=== block 1 ===
Fig. 1: block 1, metal layers overlaid
Scale: 6 px per um.
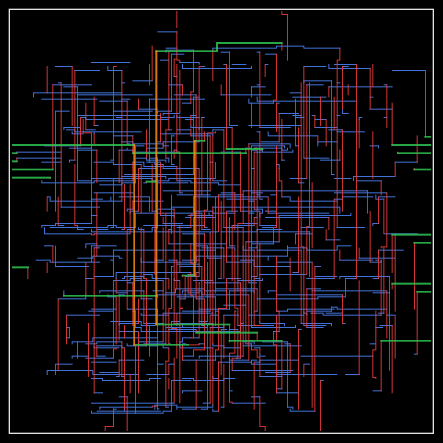

File: src/rtl/uart_rx_ctrl.sv
// UART receive sequencing controller: start detect, mid-bit sampling,
// demux slot select / capture strobe, byte assembly and framing check.
module uart_rx_ctrl #(
  parameter int OVERSAMPLE = 16
) (
  input  logic       clk,
  input  logic       rst,
  input  logic       rx_in,
  input  logic       tick,
  output logic [3:0] sel,
  output logic       sample_en,
  output logic       rx_line,
  output logic [7:0] rx_data,
  output logic       rx_valid,
  output logic       frame_err,
  output logic       busy
);

  localparam int CW = $clog2(OVERSAMPLE);

  localparam logic [CW-1:0] HALF_M1 = CW'(OVERSAMPLE / 2 - 1);
  localparam logic [CW-1:0] FULL_M1 = CW'(OVERSAMPLE - 1);
  localparam logic [CW-1:0] CNT_ONE = CW'(1);

  typedef enum logic [1:0] {
    S_IDLE,
    S_START,
    S_DATA,
    S_STOP
  } state_t;

  state_t        r_state;
  logic          r_sync1;
  logic          r_sync2;
  logic          r_rx_d;
  logic [CW-1:0] r_cnt;
  logic [3:0]    r_sel;
  logic [3:0]    r_sel_nxt;
  logic [7:0]    r_shadow;
  logic [7:0]    r_data;
  logic          r_sample_en;
  logic          r_valid;
  logic          r_ferr;
  logic          r_busy;

  logic          w_fall;
  logic          w_half;
  logic          w_full;
  logic [2:0]    w_bit_idx;
  logic [3:0]    w_sel_inc;

  assign w_fall    = r_rx_d & ~r_sync2;
  assign w_half    = tick && (r_cnt == HALF_M1);
  assign w_full    = tick && (r_cnt == FULL_M1);
  assign w_bit_idx = 3'(r_sel - 4'd1);
  assign w_sel_inc = r_sel + 4'd1;

  // Two-flop synchroniser plus delayed copy for falling-edge detect.
  always_ff @(posedge clk or posedge rst) begin
    if (rst) begin
      r_sync1 <= 1'b1;
      r_sync2 <= 1'b1;
      r_rx_d  <= 1'b1;
    end else begin
      r_sync1 <= rx_in;
      r_sync2 <= r_sync1;
      r_rx_d  <= r_sync2;
    end
  end

  // Frame sequencer. A sample decision raises sample_en for one cycle
  // and queues the next slot in r_sel_nxt; sel moves on the edge that
  // ends the strobe so the demux sees a stable index while capturing.
  always_ff @(posedge clk or posedge rst) begin
    if (rst) begin
      r_state     <= S_IDLE;
      r_cnt       <= '0;
      r_sel       <= 4'd0;
      r_sel_nxt   <= 4'd0;
      r_shadow    <= 8'h00;
      r_data      <= 8'h00;
      r_sample_en <= 1'b0;
      r_valid     <= 1'b0;
      r_ferr      <= 1'b0;
      r_busy      <= 1'b0;
    end else begin
      r_sample_en <= 1'b0;
      r_valid     <= 1'b0;
      r_ferr      <= 1'b0;

      if (r_sample_en) begin
        r_sel <= r_sel_nxt;
      end

      unique case (r_state)
        S_IDLE: begin
          r_cnt <= '0;
          if (w_fall) begin
            r_state <= S_START;
            r_busy  <= 1'b1;
          end
        end

        S_START: begin
          if (w_half) begin
            r_cnt       <= '0;
            r_sample_en <= 1'b1;
            if (!r_sync2) begin
              r_state   <= S_DATA;
              r_sel_nxt <= 4'd1;
            end else begin
              r_state   <= S_IDLE;
              r_sel_nxt <= 4'd0;
              r_busy    <= 1'b0;
            end
          end else if (tick) begin
            r_cnt <= r_cnt + CNT_ONE;
          end
        end

        S_DATA: begin
          if (w_full) begin
            r_cnt                 <= '0;
            r_sample_en           <= 1'b1;
            r_shadow[w_bit_idx]   <= r_sync2;
            if (r_sel == 4'd8) begin
              r_state   <= S_STOP;
              r_sel_nxt <= 4'd9;
            end else begin
              r_sel_nxt <= w_sel_inc;
            end
          end else if (tick) begin
            r_cnt <= r_cnt + CNT_ONE;
          end
        end

        S_STOP: begin
          if (w_full) begin
            r_cnt       <= '0;
            r_sample_en <= 1'b1;
            r_state     <= S_IDLE;
            r_sel_nxt   <= 4'd0;
            r_busy      <= 1'b0;
            if (r_sync2) begin
              r_data  <= r_shadow;
              r_valid <= 1'b1;
            end else begin
              r_ferr  <= 1'b1;
            end
          end else if (tick) begin
            r_cnt <= r_cnt + CNT_ONE;
          end
        end

        default: begin
          r_state   <= S_IDLE;
          r_cnt     <= '0;
          r_sel_nxt <= 4'd0;
          r_busy    <= 1'b0;
        end
      endcase
    end
  end

  assign sel       = r_sel;
  assign sample_en = r_sample_en;
  assign rx_line   = r_sync2;
  assign rx_data   = r_data;
  assign rx_valid  = r_valid;
  assign frame_err = r_ferr;
  assign busy      = r_busy;

endmodule

File: config.mk
export PLATFORM = sky130hd
export DESIGN_NAME = uart_rx_ctrl
export DESIGN_NICKNAME = d
export VERILOG_FILES = /design/src/rtl/uart_rx_ctrl.sv
export SDC_FILE = /design/constraint.sdc
export NUM_CORES = 1
export LEC_CHECK = 0
export CAP_MARGIN = 5
export CELL_PAD_IN_SITES_DETAIL_PLACEMENT = 1
export CELL_PAD_IN_SITES_GLOBAL_PLACEMENT = 1
export CORE_MARGIN = 2
export CORE_UTILIZATION = 40
export CTS_CLUSTER_DIAMETER = 120
export DETAILED_ROUTE_END_ITERATION = 12
export GPL_TIMING_DRIVEN = 0
export PLACE_DENSITY = 0.84
export SYNTH_ARGS = -nofsm -noshare
export SYNTH_HDL_FRONTEND = slang
export SYNTH_SLANG_ARGS = --single-unit
File: constraint.sdc
create_clock -name clk -period 1.6 [get_ports clk]
set_input_delay 0.32 -clock clk [delete_from_list [all_inputs] [get_ports clk]]
set_output_delay 0.32 -clock clk [all_outputs]
set_load 0.01 [all_outputs]
=== block 2 ===
<file path="src/rtl/rsa_job_arbiter_pkg.sv">
// Shared definitions for the rsa4k job arbiter: FSM state codes and
// the default engine timeout.
package rsa_job_arbiter_pkg;

    typedef enum logic [2:0] {
        ST_IDLE    = 3'd0,
        ST_GRANT   = 3'd1,
        ST_START   = 3'd2,
        ST_RUN     = 3'd3,
        ST_RELEASE = 3'd4
    } arb_state_t;

    // Cycles allowed between eng_go and eng_done before the job is aborted.
    localparam logic [23:0] TIMEOUT_DEFAULT = 24'hFF_FFFF;

endpackage

</file>
<file path="src/rtl/rsa_job_arbiter_rr_pick.sv">
// Round-robin winner search: first set req bit starting at ptr, wrapping
// from NUM_REQ-1 back to 0. Purely combinational.
module rr_pick #(
    parameter int NUM_REQ = 4,
    parameter int IDX_W   = 2
) (
    input  logic [NUM_REQ-1:0] req,
    input  logic [IDX_W-1:0]   ptr,
    output logic [IDX_W-1:0]   winner,
    output logic               any_valid
);

    logic [IDX_W:0] idx;

    // Walk offsets from farthest to nearest so the offset closest to ptr wins.
    always_comb begin
        winner    = '0;
        any_valid = |req;
        idx       = '0;
        for (int off = NUM_REQ - 1; off >= 0; off--) begin
            idx = {1'b0, ptr} + (IDX_W + 1)'(off);
            if (idx >= (IDX_W + 1)'(NUM_REQ))
                idx = idx - (IDX_W + 1)'(NUM_REQ);
            if (req[idx[IDX_W-1:0]])
                winner = idx[IDX_W-1:0];
        end
    end

endmodule

</file>
<file path="src/rtl/rsa_job_arbiter.sv">
// Shares one rsa4k engine between NUM_REQ requesters. Round-robin grant,
// one-cycle operand settle, go pulse, bounded wait for done, release.
module rsa_job_arbiter
    import rsa_job_arbiter_pkg::*;
#(
    parameter int          NUM_REQ = 4,
    parameter logic [23:0] TIMEOUT = TIMEOUT_DEFAULT
) (
    input  logic               clk,
    input  logic               reset,
    input  logic [NUM_REQ-1:0] req,
    output logic [NUM_REQ-1:0] gnt,
    output logic [2:0]         sel,
    output logic               eng_go,
    input  logic               eng_done,
    output logic [NUM_REQ-1:0] req_done,
    output logic               req_err,
    output logic               busy,
    output logic [15:0]        job_count
);

    localparam int IDX_W = $clog2(NUM_REQ);
    localparam logic [NUM_REQ-1:0] ONE = {{(NUM_REQ-1){1'b0}}, 1'b1};

    arb_state_t         state, state_nxt;
    logic [IDX_W-1:0]   ptr, owner, owner_nxt, win_idx;
    logic               any_req;
    logic [23:0]        tmo_cnt, tmo_cnt_nxt;
    logic               err, err_nxt;
    logic [NUM_REQ-1:0] owner_oh;
    logic               holding;

    rr_pick #(
        .NUM_REQ (NUM_REQ),
        .IDX_W   (IDX_W)
    ) u_pick (
        .req       (req),
        .ptr       (ptr),
        .winner    (win_idx),
        .any_valid (any_req)
    );

    // State register.
    always_ff @(posedge clk or negedge reset) begin
        if (!reset) state <= ST_IDLE;
        else        state <= state_nxt;
    end

    // Next-state logic. Timeout fires on the TIMEOUT-th RUN cycle (counter
    // is 0 in the first RUN cycle), and a coincident done takes priority.
    always_comb begin
        state_nxt   = state;
        owner_nxt   = owner;
        err_nxt     = err;
        tmo_cnt_nxt = tmo_cnt;
        case (state)
            ST_IDLE: begin
                if (any_req) begin
                    owner_nxt = win_idx;
                    state_nxt = ST_GRANT;
                end
            end
            ST_GRANT: state_nxt = ST_START;
            ST_START: begin
                tmo_cnt_nxt = '0;
                state_nxt   = ST_RUN;
            end
            ST_RUN: begin
                if (eng_done) begin
                    err_nxt   = 1'b0;
                    state_nxt = ST_RELEASE;
                end else if (tmo_cnt == TIMEOUT - 24'd1) begin
                    err_nxt   = 1'b1;
                    state_nxt = ST_RELEASE;
                end else begin
                    tmo_cnt_nxt = tmo_cnt + 24'd1;
                end
            end
            ST_RELEASE: state_nxt = ST_IDLE;
            default:    state_nxt = ST_IDLE;
        endcase
    end

    assign owner_oh = ONE << owner_nxt;
    assign holding  = (state_nxt == ST_GRANT) || (state_nxt == ST_START) ||
                      (state_nxt == ST_RUN);

    // Registered outputs and datapath, decoded from the next state so they
    // line up with the state they belong to.
    always_ff @(posedge clk or negedge reset) begin
        if (!reset) begin
            owner     <= '0;
            ptr       <= '0;
            err       <= 1'b0;
            tmo_cnt   <= '0;
            gnt       <= '0;
            sel       <= '0;
            eng_go    <= 1'b0;
            req_done  <= '0;
            req_err   <= 1'b0;
            busy      <= 1'b0;
            job_count <= '0;
        end else begin
            owner    <= owner_nxt;
            err      <= err_nxt;
            tmo_cnt  <= tmo_cnt_nxt;
            sel      <= 3'(owner_nxt);
            gnt      <= holding ? owner_oh : '0;
            eng_go   <= (state_nxt == ST_START);
            req_done <= (state_nxt == ST_RELEASE) ? owner_oh : '0;
            req_err  <= (state_nxt == ST_RELEASE) && err_nxt;
            busy     <= (state_nxt != ST_IDLE);
            if (state == ST_RUN && state_nxt == ST_RELEASE && !err_nxt)
                job_count <= job_count + 16'd1;
            if (state == ST_RELEASE)
                ptr <= (owner == IDX_W'(NUM_REQ - 1)) ? '0 : owner + IDX_W'(1);
        end
    end

endmodule
</file>
<file path="config.mk">
export PLATFORM = sky130hd
export DESIGN_NAME = rsa_job_arbiter
export DESIGN_NICKNAME = d
export VERILOG_FILES = /design/src/rtl/rsa_job_arbiter_pkg.sv /design/src/rtl/rsa_job_arbiter_rr_pick.sv /design/src/rtl/rsa_job_arbiter.sv
export SDC_FILE = /design/constraint.sdc
export NUM_CORES = 1
export LEC_CHECK = 0
export ABC_AREA = 1
export CORE_MARGIN = 1.5
export CORE_UTILIZATION = 30
export DETAILED_ROUTE_END_ITERATION = 8
export SYNTH_ARGS = -nofsm -noshare
export SYNTH_HDL_FRONTEND = slang
export SYNTH_SLANG_ARGS = --single-unit
</file>
<file path="constraint.sdc">
create_clock -name clk -period 3.35 [get_ports clk]
set_input_delay 0.335 -clock clk [delete_from_list [all_inputs] [get_ports clk]]
set_output_delay 0.335 -clock clk [all_outputs]
set_load 0.005 [all_outputs]
</file>
=== block 3 ===
### src/rtl/bitstream_loader.sv
// Serial configuration loader: streams bitstream bytes LSB-first into the
// connection scan chain, then the CLB scan chain, with a two-cycle scan clock.
module bitstream_loader #(
    parameter int CONN_CHAIN_LEN = 512,
    parameter int CLB_CHAIN_LEN  = 64
) (
    input  logic       clk,
    input  logic       reset,
    input  logic       start,
    input  logic [7:0] cfg_data,
    input  logic       cfg_valid,
    output logic       cfg_ready,
    output logic       scan_clk,
    output logic       conn_scan_in,
    output logic       conn_scan_en,
    output logic       clb_scan_in,
    output logic       clb_scan_en,
    output logic       core_reset,
    output logic       busy,
    output logic       done
);

    localparam int MAX_LEN = (CONN_CHAIN_LEN > CLB_CHAIN_LEN) ? CONN_CHAIN_LEN : CLB_CHAIN_LEN;
    localparam int CNT_W   = $clog2(MAX_LEN + 1);
    localparam logic [CNT_W-1:0] CONN_LAST = CNT_W'(CONN_CHAIN_LEN - 1);
    localparam logic [CNT_W-1:0] CLB_LAST  = CNT_W'(CLB_CHAIN_LEN - 1);
    localparam logic CH_CONN = 1'b0;
    localparam logic CH_CLB  = 1'b1;

    typedef enum logic [2:0] {
        S_IDLE, S_FETCH, S_SHIFT_LO, S_SHIFT_HI, S_DONE
    } state_t;

    state_t           state_q, state_d;
    logic             chain_q, chain_d;
    logic [CNT_W-1:0] bit_cnt_q, bit_cnt_d;
    logic [2:0]       bit_idx_q, bit_idx_d;
    logic [7:0]       byte_q, byte_d;

    logic cfg_ready_q, cfg_ready_d;
    logic scan_clk_q, scan_clk_d;
    logic conn_scan_in_q, conn_scan_in_d;
    logic conn_scan_en_q, conn_scan_en_d;
    logic clb_scan_in_q, clb_scan_in_d;
    logic clb_scan_en_q, clb_scan_en_d;
    logic core_reset_q, core_reset_d;
    logic busy_q, busy_d;
    logic done_q, done_d;

    logic last_chain_bit;
    logic shifting;
    logic chain_active;

    always_ff @(posedge clk) begin
        if (reset) begin
            state_q        <= S_IDLE;
            chain_q        <= CH_CONN;
            bit_cnt_q      <= '0;
            bit_idx_q      <= '0;
            cfg_ready_q    <= 1'b0;
            scan_clk_q     <= 1'b0;
            conn_scan_in_q <= 1'b0;
            conn_scan_en_q <= 1'b0;
            clb_scan_in_q  <= 1'b0;
            clb_scan_en_q  <= 1'b0;
            core_reset_q   <= 1'b1;
            busy_q         <= 1'b0;
            done_q         <= 1'b0;
        end else begin
            state_q        <= state_d;
            chain_q        <= chain_d;
            bit_cnt_q      <= bit_cnt_d;
            bit_idx_q      <= bit_idx_d;
            cfg_ready_q    <= cfg_ready_d;
            scan_clk_q     <= scan_clk_d;
            conn_scan_in_q <= conn_scan_in_d;
            conn_scan_en_q <= conn_scan_en_d;
            clb_scan_in_q  <= clb_scan_in_d;
            clb_scan_en_q  <= clb_scan_en_d;
            core_reset_q   <= core_reset_d;
            busy_q         <= busy_d;
            done_q         <= done_d;
        end
    end

    // Byte shift register is pure data; it is always reloaded before use.
    always_ff @(posedge clk) begin
        byte_q <= byte_d;
    end

    always_comb begin
        state_d        = state_q;
        chain_d        = chain_q;
        bit_cnt_d      = bit_cnt_q;
        bit_idx_d      = bit_idx_q;
        byte_d         = byte_q;
        last_chain_bit = (chain_q == CH_CONN) ? (bit_cnt_q == CONN_LAST) : (bit_cnt_q == CLB_LAST);
        unique case (state_q)
            S_IDLE: begin
                if (start) begin
                    state_d   = S_FETCH;
                    chain_d   = CH_CONN;
                    bit_cnt_d = '0;
                    bit_idx_d = '0;
                end
            end
            S_FETCH: begin
                if (cfg_valid && cfg_ready_q) begin
                    byte_d    = cfg_data;
                    bit_idx_d = '0;
                    state_d   = S_SHIFT_LO;
                end
            end
            S_SHIFT_LO: state_d = S_SHIFT_HI;
            S_SHIFT_HI: begin
                byte_d = {1'b0, byte_q[7:1]};
                if (!last_chain_bit) begin
                    bit_cnt_d = bit_cnt_q + CNT_W'(1);
                    if (bit_idx_q != 3'd7) begin
                        bit_idx_d = bit_idx_q + 3'd1;
                        state_d   = S_SHIFT_LO;
                    end else begin
                        state_d = S_FETCH;
                    end
                end else if (chain_q == CH_CONN) begin
                    // Remaining bits of this byte are surplus and dropped.
                    chain_d   = CH_CLB;
                    bit_cnt_d = '0;
                    state_d   = S_FETCH;
                end else begin
                    state_d = S_DONE;
                end
            end
            S_DONE:  state_d = S_IDLE;
            default: state_d = S_IDLE;
        endcase
    end

    // Outputs are decoded from next-state values and registered alongside state.
    always_comb begin
        shifting       = (state_d == S_SHIFT_LO) || (state_d == S_SHIFT_HI);
        chain_active   = shifting || ((state_d == S_FETCH) && (bit_cnt_d != '0));
        cfg_ready_d    = (state_d == S_FETCH);
        scan_clk_d     = (state_d == S_SHIFT_HI);
        conn_scan_en_d = chain_active && (chain_d == CH_CONN);
        clb_scan_en_d  = chain_active && (chain_d == CH_CLB);
        conn_scan_in_d = shifting && (chain_d == CH_CONN) && byte_d[0];
        clb_scan_in_d  = shifting && (chain_d == CH_CLB) && byte_d[0];
        busy_d         = (state_d != S_IDLE);
        done_d         = (state_d == S_DONE);
        core_reset_d   = core_reset_q;
        if (state_q == S_DONE) begin
            core_reset_d = 1'b0;
        end else if ((state_q == S_IDLE) && start) begin
            core_reset_d = 1'b1;
        end
    end

    assign cfg_ready    = cfg_ready_q;
    assign scan_clk     = scan_clk_q;
    assign conn_scan_in = conn_scan_in_q;
    assign conn_scan_en = conn_scan_en_q;
    assign clb_scan_in  = clb_scan_in_q;
    assign clb_scan_en  = clb_scan_en_q;
    assign core_reset   = core_reset_q;
    assign busy         = busy_q;
    assign done         = done_q;

endmodule
### config.mk
export PLATFORM = sky130hd
export DESIGN_NAME = bitstream_loader
export DESIGN_NICKNAME = d
export VERILOG_FILES = /design/src/rtl/bitstream_loader.sv
export SDC_FILE = /design/constraint.sdc
export NUM_CORES = 1
export LEC_CHECK = 0
export CAP_MARGIN = 20
export CORE_MARGIN = 3
export CORE_UTILIZATION = 52
export CTS_BUF_LIST = sky130_fd_sc_hd__clkbuf_8
export DETAILED_ROUTE_END_ITERATION = 10
export PLACE_DENSITY_LB_ADDON = 0.15
export SYNTH_ARGS = -nofsm -noshare
export SYNTH_HDL_FRONTEND = slang
export SYNTH_SLANG_ARGS = --single-unit
### constraint.sdc
create_clock -name clk -period 2 [get_ports clk]
set_input_delay 0.2 -clock clk [delete_from_list [all_inputs] [get_ports clk]]
set_output_delay 0.2 -clock clk [all_outputs]
set_load 0.05 [all_outputs]
=== block 4 ===
==> src/rtl/axis_stream_source.sv <==
// AXI-Stream frame generator: counting data, tlast on the final beat, LFSR-throttled gaps.
// Latency: first beat is presented one cycle after an accepted start. All outputs are registered.
// Backpressure: a presented beat and its tlast hold until m_tready; m_tvalid never looks at m_tready combinationally.
module axis_stream_source #(
    parameter int          DATA_WIDTH = 8,
    parameter int          LEN_WIDTH  = 16,
    parameter logic [15:0] LFSR_SEED  = 16'hACE1
) (
    input  logic                  clk,
    input  logic                  rst,
    input  logic                  start,
    input  logic [LEN_WIDTH-1:0]  cfg_len,
    input  logic [DATA_WIDTH-1:0] cfg_first,
    input  logic [DATA_WIDTH-1:0] cfg_step,
    input  logic [1:0]            cfg_throttle,
    output logic                  m_tvalid,
    output logic [DATA_WIDTH-1:0] m_tdata,
    output logic                  m_tlast,
    input  logic                  m_tready,
    output logic                  busy,
    output logic                  done,
    output logic [LEN_WIDTH-1:0]  sent_count
);

    typedef enum logic [1:0] {
        ST_IDLE = 2'd0,
        ST_RUN  = 2'd1,
        ST_DONE = 2'd2
    } state_t;

    localparam logic [LEN_WIDTH-1:0] LEN_ONE   = LEN_WIDTH'(1);
    localparam logic [15:0]          LFSR_TAPS = 16'hB400;

    state_t                state_q, state_d;
    logic [15:0]           lfsr_q, lfsr_d;
    logic [LEN_WIDTH-1:0]  len_q, len_d;
    logic [LEN_WIDTH-1:0]  idx_q, idx_d;
    logic [LEN_WIDTH-1:0]  sent_q, sent_d;
    logic [DATA_WIDTH-1:0] step_q, step_d;
    logic [DATA_WIDTH-1:0] acc_q, acc_d;
    logic [DATA_WIDTH-1:0] tdata_q, tdata_d;
    logic [1:0]            thr_q, thr_d;
    logic                  tvalid_q, tvalid_d;
    logic                  tlast_q, tlast_d;
    logic                  busy_q, busy_d;
    logic                  done_q, done_d;

    logic                  hs;
    logic                  final_hs;
    logic                  slot_free;
    logic [LEN_WIDTH-1:0]  nxt_idx;
    logic [DATA_WIDTH-1:0] nxt_acc;

    // Galois form: shift right, fold the taps back in when a one falls out.
    assign lfsr_d = lfsr_q[0] ? ((lfsr_q >> 1) ^ LFSR_TAPS) : (lfsr_q >> 1);

    assign hs        = tvalid_q & m_tready;
    assign final_hs  = hs & (idx_q == (len_q - LEN_ONE));
    assign slot_free = ~tvalid_q | hs;
    // idx/acc always describe the beat currently pending or next to be presented.
    assign nxt_idx   = hs ? (idx_q + LEN_ONE) : idx_q;
    assign nxt_acc   = hs ? (acc_q + step_q) : acc_q;

    always_comb begin
        state_d  = state_q;
        len_d    = len_q;
        step_d   = step_q;
        thr_d    = thr_q;
        idx_d    = idx_q;
        acc_d    = acc_q;
        sent_d   = sent_q;
        tvalid_d = tvalid_q;
        tdata_d  = tdata_q;
        tlast_d  = tlast_q;
        done_d   = 1'b0;

        case (state_q)
            ST_IDLE: begin
                tvalid_d = 1'b0;
                tlast_d  = 1'b0;
                if (start) begin
                    sent_d = '0;
                    if (cfg_len == '0) begin
                        state_d = ST_DONE;
                        done_d  = 1'b1;
                    end else begin
                        state_d  = ST_RUN;
                        len_d    = cfg_len;
                        step_d   = cfg_step;
                        thr_d    = cfg_throttle;
                        idx_d    = '0;
                        acc_d    = cfg_first;
                        tvalid_d = (lfsr_q[1:0] >= cfg_throttle);
                        if (lfsr_q[1:0] >= cfg_throttle) begin
                            tdata_d = cfg_first;
                            tlast_d = (cfg_len == LEN_ONE);
                        end
                    end
                end
            end

            ST_RUN: begin
                if (hs) begin
                    sent_d = (sent_q == len_q) ? sent_q : (sent_q + LEN_ONE);
                end
                if (final_hs) begin
                    state_d  = ST_DONE;
                    done_d   = 1'b1;
                    tvalid_d = 1'b0;
                    tlast_d  = 1'b0;
                end else if (slot_free) begin
                    idx_d    = nxt_idx;
                    acc_d    = nxt_acc;
                    tvalid_d = (lfsr_q[1:0] >= thr_q);
                    if (lfsr_q[1:0] >= thr_q) begin
                        tdata_d = nxt_acc;
                        tlast_d = (nxt_idx == (len_q - LEN_ONE));
                    end
                end
            end

            ST_DONE: begin
                state_d = ST_IDLE;
            end

            default: begin
                state_d  = ST_IDLE;
                tvalid_d = 1'b0;
                tlast_d  = 1'b0;
            end
        endcase

        busy_d = (state_d != ST_IDLE);
    end

    always_ff @(posedge clk or negedge rst) begin
        if (!rst) begin
            state_q  <= ST_IDLE;
            lfsr_q   <= LFSR_SEED;
            len_q    <= '0;
            step_q   <= '0;
            thr_q    <= '0;
            idx_q    <= '0;
            acc_q    <= '0;
            sent_q   <= '0;
            tvalid_q <= 1'b0;
            tdata_q  <= '0;
            tlast_q  <= 1'b0;
            busy_q   <= 1'b0;
            done_q   <= 1'b0;
        end else begin
            state_q  <= state_d;
            lfsr_q   <= lfsr_d;
            len_q    <= len_d;
            step_q   <= step_d;
            thr_q    <= thr_d;
            idx_q    <= idx_d;
            acc_q    <= acc_d;
            sent_q   <= sent_d;
            tvalid_q <= tvalid_d;
            tdata_q  <= tdata_d;
            tlast_q  <= tlast_d;
            busy_q   <= busy_d;
            done_q   <= done_d;
        end
    end

    assign m_tvalid   = tvalid_q;
    assign m_tdata    = tdata_q;
    assign m_tlast    = tlast_q;
    assign busy       = busy_q;
    assign done       = done_q;
    assign sent_count = sent_q;

endmodule

==> config.mk <==
export PLATFORM = sky130hd
export DESIGN_NAME = axis_stream_source
export DESIGN_NICKNAME = d
export VERILOG_FILES = /design/src/rtl/axis_stream_source.sv
export SDC_FILE = /design/constraint.sdc
export NUM_CORES = 1
export LEC_CHECK = 0
export CAP_MARGIN = 15
export CORE_ASPECT_RATIO = 0.5
export CORE_MARGIN = 4
export CORE_UTILIZATION = 48
export CTS_CLUSTER_SIZE = 8
export DETAILED_ROUTE_END_ITERATION = 8
export GPL_TIMING_DRIVEN = 0
export MAX_ROUTING_LAYER = met4
export PLACE_DENSITY = 0.73
export SLEW_MARGIN = 15
export SYNTH_ARGS = -nofsm -noshare
export SYNTH_HDL_FRONTEND = slang
export SYNTH_SLANG_ARGS = --single-unit
export TNS_END_PERCENT = 10
==> constraint.sdc <==
create_clock -name clk -period 3.5 [get_ports clk]
set_clock_uncertainty 0.15 [all_clocks]
set_input_delay 0.525 -clock clk [delete_from_list [all_inputs] [get_ports clk]]
set_output_delay 0.525 -clock clk [all_outputs]
set_load 0.02 [all_outputs]
Fig. 2: block 2, power grid
Scale: 4 px per um. Pins as bars on the die edge. Tap cells in grey.
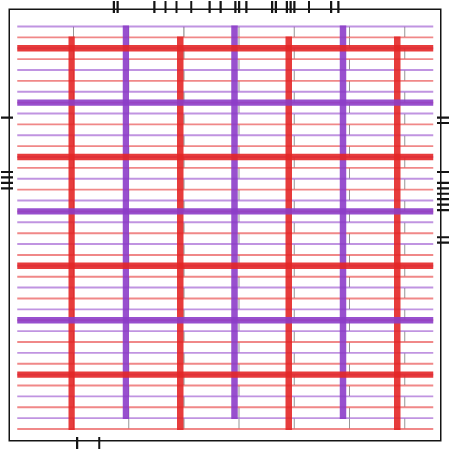
[VDD] purple
[VSS] red
met1 rails: 38
met5 straps: 7
rows: 37
signal pins: 37

==> run notes, block 2 <==
fresh numbers from the pnr run: layout net count 474, CTS max path bufs 2, first-pass GRT wire length 12,870 um, Post-Syn Instances 424, pwr/cell area 650.9 nW/um2, Setup-failing EPs final 0, status finished clean, Layout area overhead 20.75%, Final Skew 0.01087 ns, Critical R2R Launch state[2], HP Class in2async, Slew HR 52.56%, Clk pwr share 28.7%, Finished Layout Cells 603, minimum clock period after layout 2.206 ns, leakage power 1.752 nW, most frequent cells after synthesis nand2_1, dfrtp_1, nor2_1, final worst slack 1.144 ns, I/O pins 37, pre-CTS WS 1.167 ns, crit start category flip-flop, CP Cell Sequence nor3_4 -> nand3_2 -> nand2_4 -> inv_2 -> nand2_1 -> o21ai_0, Pint 1.603 mW, Synth Area in Adders 1.528%, final hold slack 0.05414 ns, final wirelength 7517 um, number of cells on the worst reg-to-reg path 6, CTS tree yes, starting density of the core 31.30%, CTS H-tree depth 3, Max Cap Violations 0, NetSw 970.5 uW, cts bufs inserted 9, chip area 11,550 um2, crit end category flip-flop, vias in the first global route 2,746, ant diodes 0, Flop+latch power 949 uW, CP max stage delay 0.61 ns, CP max FO 35, critical path type reg2reg, R2R Setup Slk 1.14 ns, via count 2,822, P_comb 886 uW, Critical Path AT 2.42 ns, area reported by Yosys stat 3274 um2, Final HPWL DP 5485 um, antenna violations before repair 0, Synth warnings 0, final instance area 3954 um2, MUX share of area 0%, largest net degree at the start of global routing 36, FF-to-FF End tmo_cnt[0], DRT iter0 DRCs 205, data required time of the worst path 3.56 ns, syn nets 435, Pwr top registers, number of routed nets with antenna violations 0, #FFs+latches synth 59
[block 2: layer usage]
metal	vias up	wire length (um)	global-route usage [%]
li1	1436	-	-
met1	1325	3733	18.92
met2	53	3422	22.34
met3	8	269	3.027
met4	0	91	5.545
met5	-	0	0
[block 2: how the worst max path moves through the flow]
stage,startpoint,endpoint,slack (ns),cells past startpoint
detailed placement,state[2],tmo_cnt[0],1.17,6
global route,state[1],req_done[0],0.96,8
global placement,state[2],req_done[0],1.17,7
finish,state[2],tmo_cnt[0],1.14,6
floorplan,tmo_cnt[0],tmo_cnt[5],1.84,10
CTS,state[2],req_done[0],1.15,7
[block 2: area by class of cell]
class	count	area (um2)	area share (%)
multi-input combinational	312	1560	39.46
sequential	59	1476	37.34
timing repair buffer	36	352.8	8.924
tap	136	170.2	4.304
inverter	45	168.9	4.272
clock buffer	11	151.4	3.829
clock inverter	4	73.82	1.867
[block 2: flip-flops by register name, indices dropped and copies added, names as in the netlist]
signal	flops
job_count	16
err	1
sel	2
eng_go	1
req_err	1
tmo_cnt	24
req_done	4
busy	1
gnt	4
state	3
ptr	2
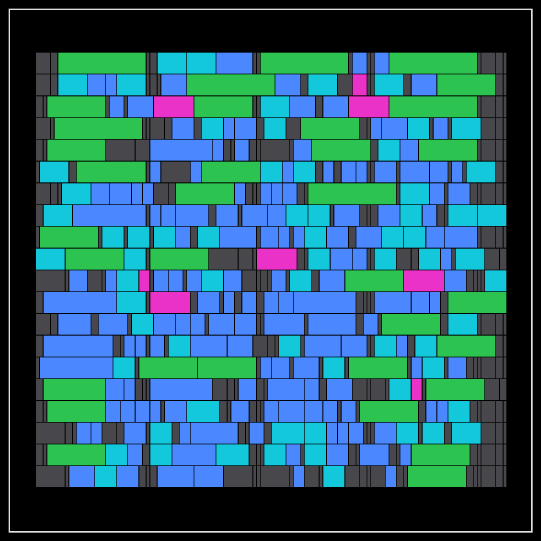
Fig. 3. Cell classes on the final placement (block 3).
Scale: 8 px per um. Fill, decap, tap and diode cells in grey.
[clock drivers and dummy loads] magenta | cells: 8 | share of their area: 3.2%
[remaining logic cells] blue | cells: 151 | share of their area: 44%
[sequential cells] green | cells: 34 | share of their area: 30%
[remaining buffers and delay cells] cyan | cells: 67 | share of their area: 23%

==> run notes, block 3 <==
fresh numbers from the pnr run: Clock Latency Late Sink 0.29 ns, 1st-pass router iterations 4, most frequent cells after synthesis dfxtp_1, nor2_1, a21oi_1, nand2_1, nor3_1, final wirelength 5150 um, Die X 65.13 um, Top class by area multi-input combinational cells, Hold Fails Final Rpt 0, Syn Area/Cell 9.371 um2, inverters 6, Hold Path Stages 2, fin util 79.88%, Critical R2R Launch chain_q, Avg Vias per Cell 5.924, delay-heaviest family, CP simple AND/OR/NAND/NOR gates, CTS H-tree depth 2, failing checks negative setup slack, Synth warnings 0, vias in the first global route 1,715, P_comb 199 uW, final worst slack -0.1470 ns, Max Cap Violations 0, Cell Type Count 59, Logic pwr share 14.2%, Synth top area share 29.73%, Slew HR 49.30%, Setup-failing EPs final 3, Post-Syn Instances 194, met2 wire len 2391 um, gp weighted congestion 0.8710, grt met2 use 41.63%, Die H 65.13 um, status finished with violations, crit start category flip-flop, Post-CTS Setup Inserts 1, Reg power frac 52.1%, final instance area 2559 um2, met1 WL 2354 um
-- block 3: registers in the layout, indices dropped and copies added (netlist names), 3 cells and up --
signal and count:
byte_q 8, bit_idx_q 3, bit_cnt_q 10, state_q 3
-- block 3: worst reg2reg max path, stage by stage, from the launching register on --
cell	delay, ns
dfxtp_4	0.38
ha_4	0.29
and4b_2	0.29
a31oi_4	0.12
buf_6	0.16
buf_6	0.11
buf_6	0.11
o21ai_2	0.06
nand2_1	0.11
nor4_4	0.30
a21oi_1	0.10
-- block 3: kinds of logic (layout without fill, tap and decap cells) --
group           count (synthesis)  in the layout  synth area share [%]
fa+ha+maj                       6              6                 4.129
flops                          34             34                 41.29
simple gates                   79             79                 26.29
compound gates                 57             57                 23.06
buf+inv                        15             81                 3.647
xor+xnor                        1              1                0.4818
mux                             2              2                 1.101
-- block 3: worst max-delay path by stage --
| stage | to | depth (start not counted) |
|---|---|---|
| global route | clb_scan_en | 10 |
| detailed placement | conn_scan_en | 7 |
| finish | clb_scan_en | 10 |
| global placement | conn_scan_en | 7 |
| CTS | conn_scan_en | 9 |
| floorplan | clb_scan_en | 7 |
Fig. 4: block 1, power grid
Scale: 6 px per um. Pins as bars on the die edge. Tap cells in grey.
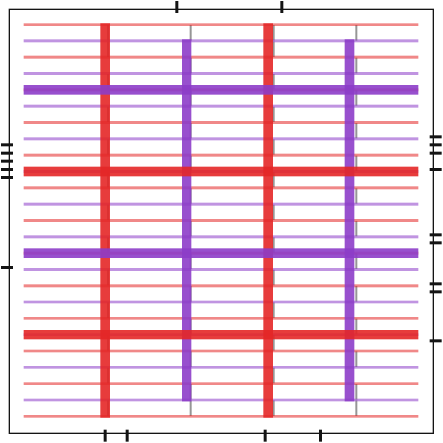
[VDD] purple
[VSS] red
met4 straps: 4
rows: 24
tap cells: 52
signal pins: 21
met5 straps: 4

About Fig. 1:
[M2] red | wire length: 2,400 um
[M1] blue | wire length: 1,960 um
[M4] orange | wire length: 101 um
[M3] green | wire length: 186 um

==> run notes, block 1 <==
fresh numbers from the pnr run: largest net degree at the start of global routing 24, fin util 57.98%, Flop+latch power 1.24 mW, worst setup path endpoint r_state[0], area reported by Yosys stat 1765 um2, VDD IR max 799.0 uV, placed cell count 213, Critical Path AT 1.89 ns, RSZ-0062 raised after global routing true, most used logic cell in the final layout dfrtp_1, Worst-Margin Slew 0.9521 ns, Setup-failing EPs final 4, starting density of the core 41.11%, crit start category flip-flop, number of cells on the worst reg-to-reg path 5, gp weighted congestion 0.8046, CTS tree yes, number of routed nets with antenna violations 0, Slew HR 36.46%, top cells, area dfrtp_1, mux2_4, mux2_1, clkbuf count 7, vias in the first global route 1,335, Port-buffer cells 19, inverters 8, Cell Type Count 43, pwr/cell area 1472 nW/um2, CP Buf/Inv Count 2, n_taps 52, CTS max path bufs 2, Synth area leader dfrtp_1, final worst slack -0.05501 ns, CP max stage delay 0.59 ns, failing checks negative setup slack, status finished with violations, Die X 70.44 um, Comb gates 88, Synth warnings 0, Simple-Gate Area Share 15.02%, number of cell rows 24, non-clock buffer count 51, Post-synth top flop dfrtp_1, antenna violations before repair 0, HP Class reg2reg, Clk pwr share 23.2%, final wirelength 4642 um
## block 1: worst min path at each step
stage                       start  endpoint  cells past startpoint
after floorplan             rx_in   r_sync1                      0
after global placement    r_sync1   rx_line                      0
after detailed placement  r_sync1   rx_line                      0
after CTS                    tick  r_cnt[0]                      3
after global routing      r_sync1   rx_line                      0
final                     r_sync1   rx_line                      0
## block 1: layer usage
layer / vias to the layer above / track usage, % / wire length, um
met5: - / 0 / 0
met1: 679 / 23.43 / 1959
met4: 0 / 7.479 / 101
met3: 8 / 5.195 / 185
li1: 601 / - / -
met2: 29 / 31.97 / 2396
## block 1: repair_timing
item,4_1_cts,5_1_grt
gates cloned,1,1
setup buffers,12,10
pin swaps,6,6
hold buffers,0,0
resized,19,14
endpoints found under the setup margin,22,19
## block 1: metrics by stage
| stage | TNS [ns] | hold slack [ns] | instance area [um2] |
|---|---|---|---|
| 2_1_floorplan | -0.02034 | 0.3245 | 1768 |
| 5_1_grt | -0.3955 | 0.3617 | 2490 |
| 4_1_cts | -0.04568 | 0.3602 | 2362 |
| 3_5_place_dp | -2.345 | 0.3507 | 2051 |
| 3_3_place_gp | -13.03 | 0.3464 | 2023 |
| 6_report | -0.1441 | 0.3605 | 2490 |
Fig. 5: block 4, power grid
Scale: 4 px per um. Pins as bars on the die edge. Tap cells in grey.
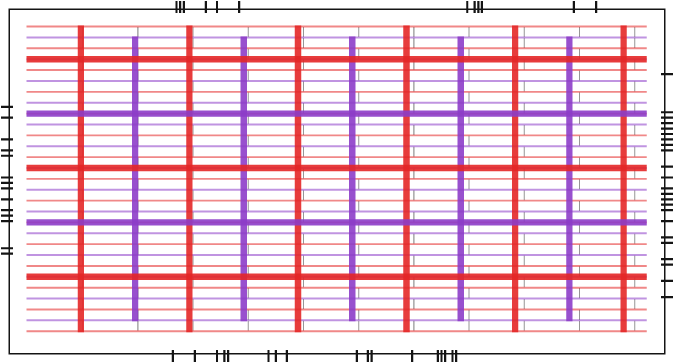
[VSS] red
[VDD] purple
met4 straps: 11
tap cells: 165

==> run notes, block 4 <==
fresh numbers from the pnr run: Top cells excl fill/tap dfrtp_1, clkdlybuf4s50_1, xnor2_1, first-pass GRT wire length 24,560 um, met2 wire len 6575 um, largest net degree at the start of global routing 57, Combinational Area 3207 um2, Synth top area share 37.96%, cts bufs inserted 9, routed length per placed instance 17.19 um, most frequent cells after synthesis dfrtp_1, xnor2_1, nand2_1, DR DRC count 0, placed cell count 847, clkbuf count 9, setup TNS 0 ns, critical path type reg2reg, CTS max path bufs 2, final period utilization 99.38%, Clk. pwr 1.00 mW, flop share of the area 33.66%, gp weighted congestion 0.9184, Die H 85.74 um, layout net count 755, Simple-Gate Area Share 20.34%, Post-synth top flop dfrtp_1, Root Buffer clkbuf_16, Sw Share 40.92%, VDD IR max 331.7 uV, leakage power 2.950 nW, Top logic family simple AND/OR/NAND/NOR gates, n_taps 165, crit end category flip-flop, met3 Usage GRT 4.033%, most used logic cell in the final layout dfrtp_1, final instance area 7174 um2, Seq share, synth 41.58%, Comb gates 458, vias in the first global route 4,733, multi-input combinational area share 44.70%, AND-OR/OR-AND share of the synthesized area 12.92%, data required time of the worst path 3.59 ns, antenna violations before repair 0, Syn Area/Cell 9.419 um2, Yosys top cell by instances dfrtp_1, CTS tree yes, yosys cell count 616, Synth warnings 0, RSZ-0062 raised after global routing true, Post-DP Area 6696 um2, Clock Latency Late Sink 0.35 ns, fin util 60.77%, Clock-cell share 4.273%, 1st-pass router iterations 5, Port-buffer cells 65, status finished clean, final wirelength 14,990 um, Filler cells 1,034, top cells, area dfrtp_1, xnor2_1, mux2_2, Final HPWL DP 11,150 um
## block 4: final timing paths
| check | slack, ns | to | startpoint |
|---|---|---|---|
| max in group asynchronous | 2.48 | lfsr_q[15] | rst |
| min in group clk | 0.21 | lfsr_q[3] | lfsr_q[4] |
| worst min-delay path | 0.01 | sent_count[15] | rst |
| worst max register to register | 0.02 | idx_q[15] | len_q[1] |
| worst min register to register | 0.21 | lfsr_q[3] | lfsr_q[4] |
| worst max-delay path | 0.02 | idx_q[15] | len_q[1] |
## block 4: what timing repair did
action,in CTS,in global routing
setup endpoints to repair,27,31
resized,13,9
cloned,0,0
hold buffers,0,0
pin swaps,6,4
buffers inserted,12,1
## block 4: registers in the layout, summed over array words and instances (netlist names)
name,cells
thr_q,2
sent_count,16
acc_q,8
busy,1
lfsr_q,16
m_tvalid,1
state_q,2
len_q,16
done,1
idx_q,16
m_tdata,8
m_tlast,1
step_q,8
## block 4: worst max-delay path: stages, from the launching register on
cell and delay, ns:
dfrtp_2 0.45, inv_1 0.12, ha_4 0.18, or3b_2 0.48, or4_4 0.43, a211oi_2 0.23, a311oi_2 0.09, or4_4 0.49
nand3_1 0.16, buf_2 0.25, nor3_1 0.08, a211o_1 0.26

=== block 5 ===
Fig. 6: block 5, power grid
Scale: 6 px per um. Pins as bars on the die edge. Tap cells in grey.
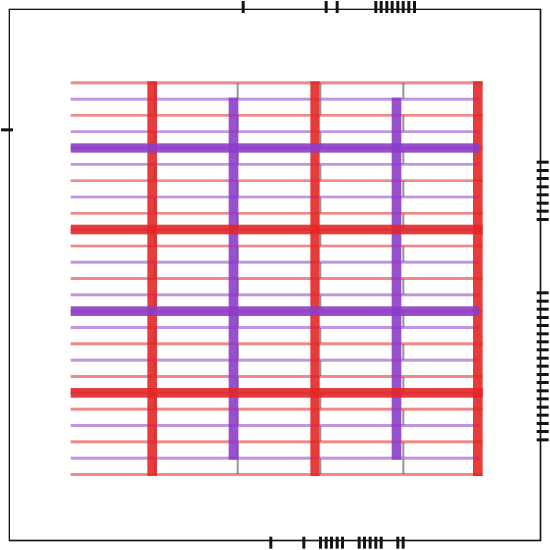
Fig. 7: block 5, clock wires, drivers and flops
Scale: 4 px per um.
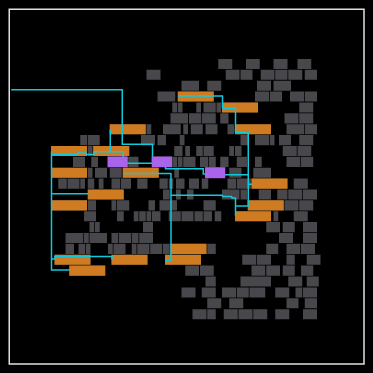
===== src/rtl/alarm_pkg.sv =====
// Shared types and constants for the alarm ring/snooze controller.
// Time values are plain binary hours/minutes/seconds.
package alarm_pkg;

    typedef enum logic [1:0] {
        IDLE    = 2'd0,
        RINGING = 2'd1,
        SNOOZE  = 2'd2,
        LOCKOUT = 2'd3
    } alarm_state_t;

    localparam int TIME_W  = 8;
    localparam int HRS_MAX = 23;
    localparam int MIN_MAX = 59;

    // Alarm fires at the top of the stored minute; 00:00 is legal.
    function automatic logic time_match(
        input logic [TIME_W-1:0] h,
        input logic [TIME_W-1:0] m,
        input logic [TIME_W-1:0] s,
        input logic [TIME_W-1:0] ah,
        input logic [TIME_W-1:0] am
    );
        return (h == ah) && (m == am) && (s == '0);
    endfunction

endpackage


===== src/rtl/sec_down_counter.sv =====
// Seconds countdown shared by the ringing and snooze phases.
// Reloaded on every phase entry; holds at zero instead of wrapping.
module sec_down_counter #(
    parameter int CNT_W = 10
) (
    input  logic             clk,
    input  logic             reset_n,
    input  logic             load,
    input  logic [CNT_W-1:0] load_val,
    input  logic             tick,
    output logic             zero
);

    logic [CNT_W-1:0] value;

    // Load has priority; decrement only while nonzero.
    always_ff @(posedge clk or negedge reset_n) begin
        if (!reset_n) begin
            value <= '0;
        end else if (load) begin
            value <= load_val;
        end else if (tick && (value != '0)) begin
            value <= value - 1'b1;
        end
    end

    assign zero = (value == '0);

endmodule


===== src/rtl/alarm_snooze_ctrl.sv =====
// Registered alarm FSM: ring, snooze (limited count), stop and lockout.
// Drives alarm_active and a 2 Hz buzzer toggle while ringing.
module alarm_snooze_ctrl
    import alarm_pkg::*;
#(
    parameter int RING_SECS   = 60,
    parameter int SNOOZE_SECS = 540,
    parameter int MAX_SNOOZE  = 3,
    parameter int CNT_W       = 10
) (
    input  logic              clk,
    input  logic              reset_n,
    input  logic              tick_1hz,
    input  logic              tick_2hz,
    input  logic [TIME_W-1:0] hrs,
    input  logic [TIME_W-1:0] min,
    input  logic [TIME_W-1:0] sec,
    input  logic [TIME_W-1:0] alm_hrs,
    input  logic [TIME_W-1:0] alm_min,
    input  logic              alarm_en,
    input  logic              snooze_btn,
    input  logic              stop_btn,
    output logic              alarm_active,
    output logic              buzzer,
    output logic [1:0]        snooze_cnt,
    output alarm_state_t      state
);

    localparam logic [CNT_W-1:0] RING_LD   = CNT_W'(RING_SECS - 1);
    localparam logic [CNT_W-1:0] SNOOZE_LD = CNT_W'(SNOOZE_SECS - 1);
    localparam logic [1:0]       SNZ_MAX   = 2'(MAX_SNOOZE);

    logic             snz_q;
    logic             stp_q;
    logic             snz_edge;
    logic             stp_edge;
    logic             match;
    logic             snz_ok;
    logic             cnt_load;
    logic [CNT_W-1:0] cnt_val;
    logic             cnt_tick;
    logic             cnt_zero;

    assign snz_edge = snooze_btn & ~snz_q;
    assign stp_edge = stop_btn & ~stp_q;
    assign match    = time_match(hrs, min, sec, alm_hrs, alm_min);
    assign snz_ok   = snz_edge && (snooze_cnt < SNZ_MAX);

    // Countdown control: reload on phase entry, else count seconds.
    always_comb begin
        cnt_load = 1'b0;
        cnt_val  = RING_LD;
        cnt_tick = 1'b0;
        if (alarm_en) begin
            unique case (state)
                IDLE: begin
                    cnt_load = tick_1hz && match;
                end
                RINGING: begin
                    if (stp_edge) begin
                        cnt_load = 1'b0;
                    end else if (snz_ok) begin
                        cnt_load = 1'b1;
                        cnt_val  = SNOOZE_LD;
                    end else begin
                        cnt_tick = tick_1hz;
                    end
                end
                SNOOZE: begin
                    if (stp_edge) begin
                        cnt_load = 1'b0;
                    end else if (tick_1hz && cnt_zero) begin
                        cnt_load = 1'b1;
                    end else begin
                        cnt_tick = tick_1hz;
                    end
                end
                default: begin
                    cnt_load = 1'b0;
                end
            endcase
        end
    end

    sec_down_counter #(
        .CNT_W(CNT_W)
    ) u_cnt (
        .clk      (clk),
        .reset_n  (reset_n),
        .load     (cnt_load),
        .load_val (cnt_val),
        .tick     (cnt_tick),
        .zero     (cnt_zero)
    );

    // Edge registers, state and all registered outputs.
    always_ff @(posedge clk or negedge reset_n) begin
        if (!reset_n) begin
            snz_q        <= 1'b0;
            stp_q        <= 1'b0;
            state        <= IDLE;
            buzzer       <= 1'b0;
            alarm_active <= 1'b0;
            snooze_cnt   <= 2'd0;
        end else begin
            snz_q <= snooze_btn;
            stp_q <= stop_btn;
            if (!alarm_en) begin
                state        <= IDLE;
                buzzer       <= 1'b0;
                alarm_active <= 1'b0;
                snooze_cnt   <= 2'd0;
            end else begin
                unique case (state)
                    IDLE: begin
                        if (tick_1hz && match) begin
                            state        <= RINGING;
                            snooze_cnt   <= 2'd0;
                            buzzer       <= 1'b0;
                            alarm_active <= 1'b1;
                        end
                    end
                    RINGING: begin
                        if (stp_edge) begin
                            state        <= LOCKOUT;
                            buzzer       <= 1'b0;
                            alarm_active <= 1'b0;
                        end else if (snz_ok) begin
                            state      <= SNOOZE;
                            snooze_cnt <= snooze_cnt + 2'd1;
                            buzzer     <= 1'b0;
                        end else if (tick_1hz && cnt_zero) begin
                            state        <= LOCKOUT;
                            buzzer       <= 1'b0;
                            alarm_active <= 1'b0;
                        end else if (tick_2hz) begin
                            buzzer <= ~buzzer;
                        end
                    end
                    SNOOZE: begin
                        if (stp_edge) begin
                            state        <= LOCKOUT;
                            alarm_active <= 1'b0;
                        end else if (tick_1hz && cnt_zero) begin
                            state  <= RINGING;
                            buzzer <= 1'b0;
                        end
                    end
                    default: begin
                        if (min != alm_min) begin
                            state <= IDLE;
                        end
                    end
                endcase
            end
        end
    end

endmodule


===== config.mk =====
export PLATFORM = sky130hd
export DESIGN_NAME = alarm_snooze_ctrl
export DESIGN_NICKNAME = d
export VERILOG_FILES = /design/src/rtl/alarm_pkg.sv /design/src/rtl/sec_down_counter.sv /design/src/rtl/alarm_snooze_ctrl.sv
export SDC_FILE = /design/constraint.sdc
export NUM_CORES = 1
export LEC_CHECK = 0
export CAP_MARGIN = 20
export CORE_MARGIN = 10
export CORE_UTILIZATION = 30
export CTS_CLUSTER_DIAMETER = 40
export DETAILED_ROUTE_END_ITERATION = 8
export PLACE_DENSITY_LB_ADDON = 0.2
export SLEW_MARGIN = 20
export SYNTH_ARGS = -nofsm -noshare
export SYNTH_HDL_FRONTEND = slang
export SYNTH_SLANG_ARGS = --single-unit
export TNS_END_PERCENT = 50

===== constraint.sdc =====
create_clock -name clk -period 5.5 [get_ports clk]
set_clock_uncertainty 0.2 [all_clocks]
set_input_delay 0.825 -clock clk [delete_from_list [all_inputs] [get_ports clk]]
set_output_delay 0.825 -clock clk [all_outputs]
set_load 0.01 [all_outputs]

==> run notes <==
fresh numbers from the pnr run: yosys cell count 153, minimum clock period after layout 3.077 ns, Slew HR 44.61%, Filler cells 440, DR DRC count 0, leakage power 0.8143 nW, Post-CTS Resized 0, Simple-Gate Area Share 30.86%, Flop+latch power 197 uW, CTS H-tree depth 1, crit start category input port, Clk. pwr 92.8 uW, final wirelength 3854 um, placeable core region 4444 um2, final instance area 2022 um2, Post-CTS Setup Inserts 0, CP max FO 8, status finished clean, Synth warnings 0, Clock Latency Late Sink 0.25 ns, vias in the first global route 1,281, most frequent cells after synthesis dfrtp_1, xor2_1, nand2_1, nor2_1, nand3_1, number of routed nets with antenna violations 0, DRT iter0 DRCs 132, Pins Over Slew Limit 0, Log Warnings 30, Seq share, synth 32.20%, Die X 88.29 um, placed cell count 255, I/O pins 53, AND-OR/OR-AND share of the synthesized area 10.82%, routed length per placed instance 14.94 um, Reg power frac 35.1%
## Picture notes: Fig. 6
[VSS] red
[VDD] purple
met5 straps: 4
tap cells: 52
met4 straps: 5

## Picture notes: Fig. 7
[clock-net drivers] purple | count: 3
[clock wires] cyan | length: 285 um
[flip-flops] orange | count: 18
routed clock nets: 4

[worst paths after layout]
check,start,end,depth (start not counted),slack [ns]
hold reg to reg,alarm_active,alarm_active,2,0.34
setup / recovery,alm_hrs[4],state[0],7,2.42
min in group asynchronous,reset_n,snz_q,1,0.84
setup reg to reg,snooze_cnt[0],u_cnt.value[3],8,3.06
max in group asynchronous,reset_n,alarm_active,1,3.73
hold / removal,alarm_active,alarm_active,2,0.34
[critical path, delay by kind of cell]
| family | cells | cell delay, ns |
|---|---|---|
| buf+inv | 1 | 0.41 |
| compound gates | 2 | 0.33 |
| simple gates | 3 | 1.31 |
| xor+xnor | 1 | 0.16 |
[routing by layer]
metal  global-route usage (%)  part of all wire, %  up-vias
met5                        0                    0        -
met3                    3.493                  7.2        2
met1                    14.15                   49      600
met2                    15.41                   43       38
li1                         -                    -      662
met4                    1.322                 0.34        0
[flip-flops by register name (all words and copies together) (netlist names)]
name          count
snooze_cnt        2
snz_q             1
u_cnt.value      10
state             2
alarm_active      1
buzzer            1
stp_q             1
[final cells by class]
class	count	area share (%)
Sequential cell	18	22.28
Clock buffer	3	2.042
Tap cell	52	3.218
Timing Repair Buffer	53	26.11
Inverter	7	1.300
Multi-Input combinational cell	125	45.05


==> screenshots <==
Clock wires, drivers and flops.
Plate I
Scale: 3 px per um.
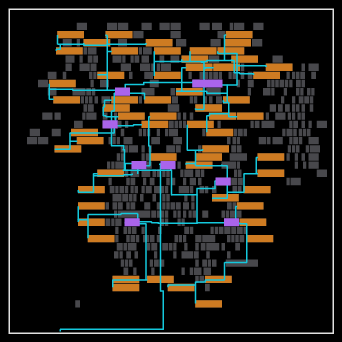
Plate II
Scale: 6 px per um.
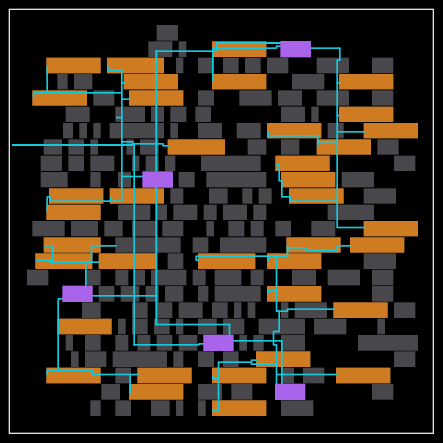
Plate III
Scale: 6 px per um.
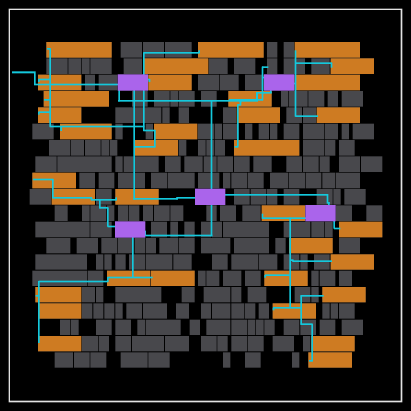
Plate IV
Scale: 3 px per um.
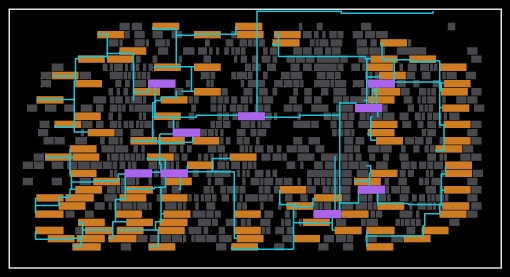
Plate III is block 3.
Plate I is block 2.
Plate II is block 1.
Plate IV is block 4.

Key to Plate I:
[clock wires] cyan | length: 842 um
[flip-flops] orange | count: 59
[clock-net drivers] purple | count: 9
routed clock nets: 10

Power is estimated from default activity; no workload was simulated.
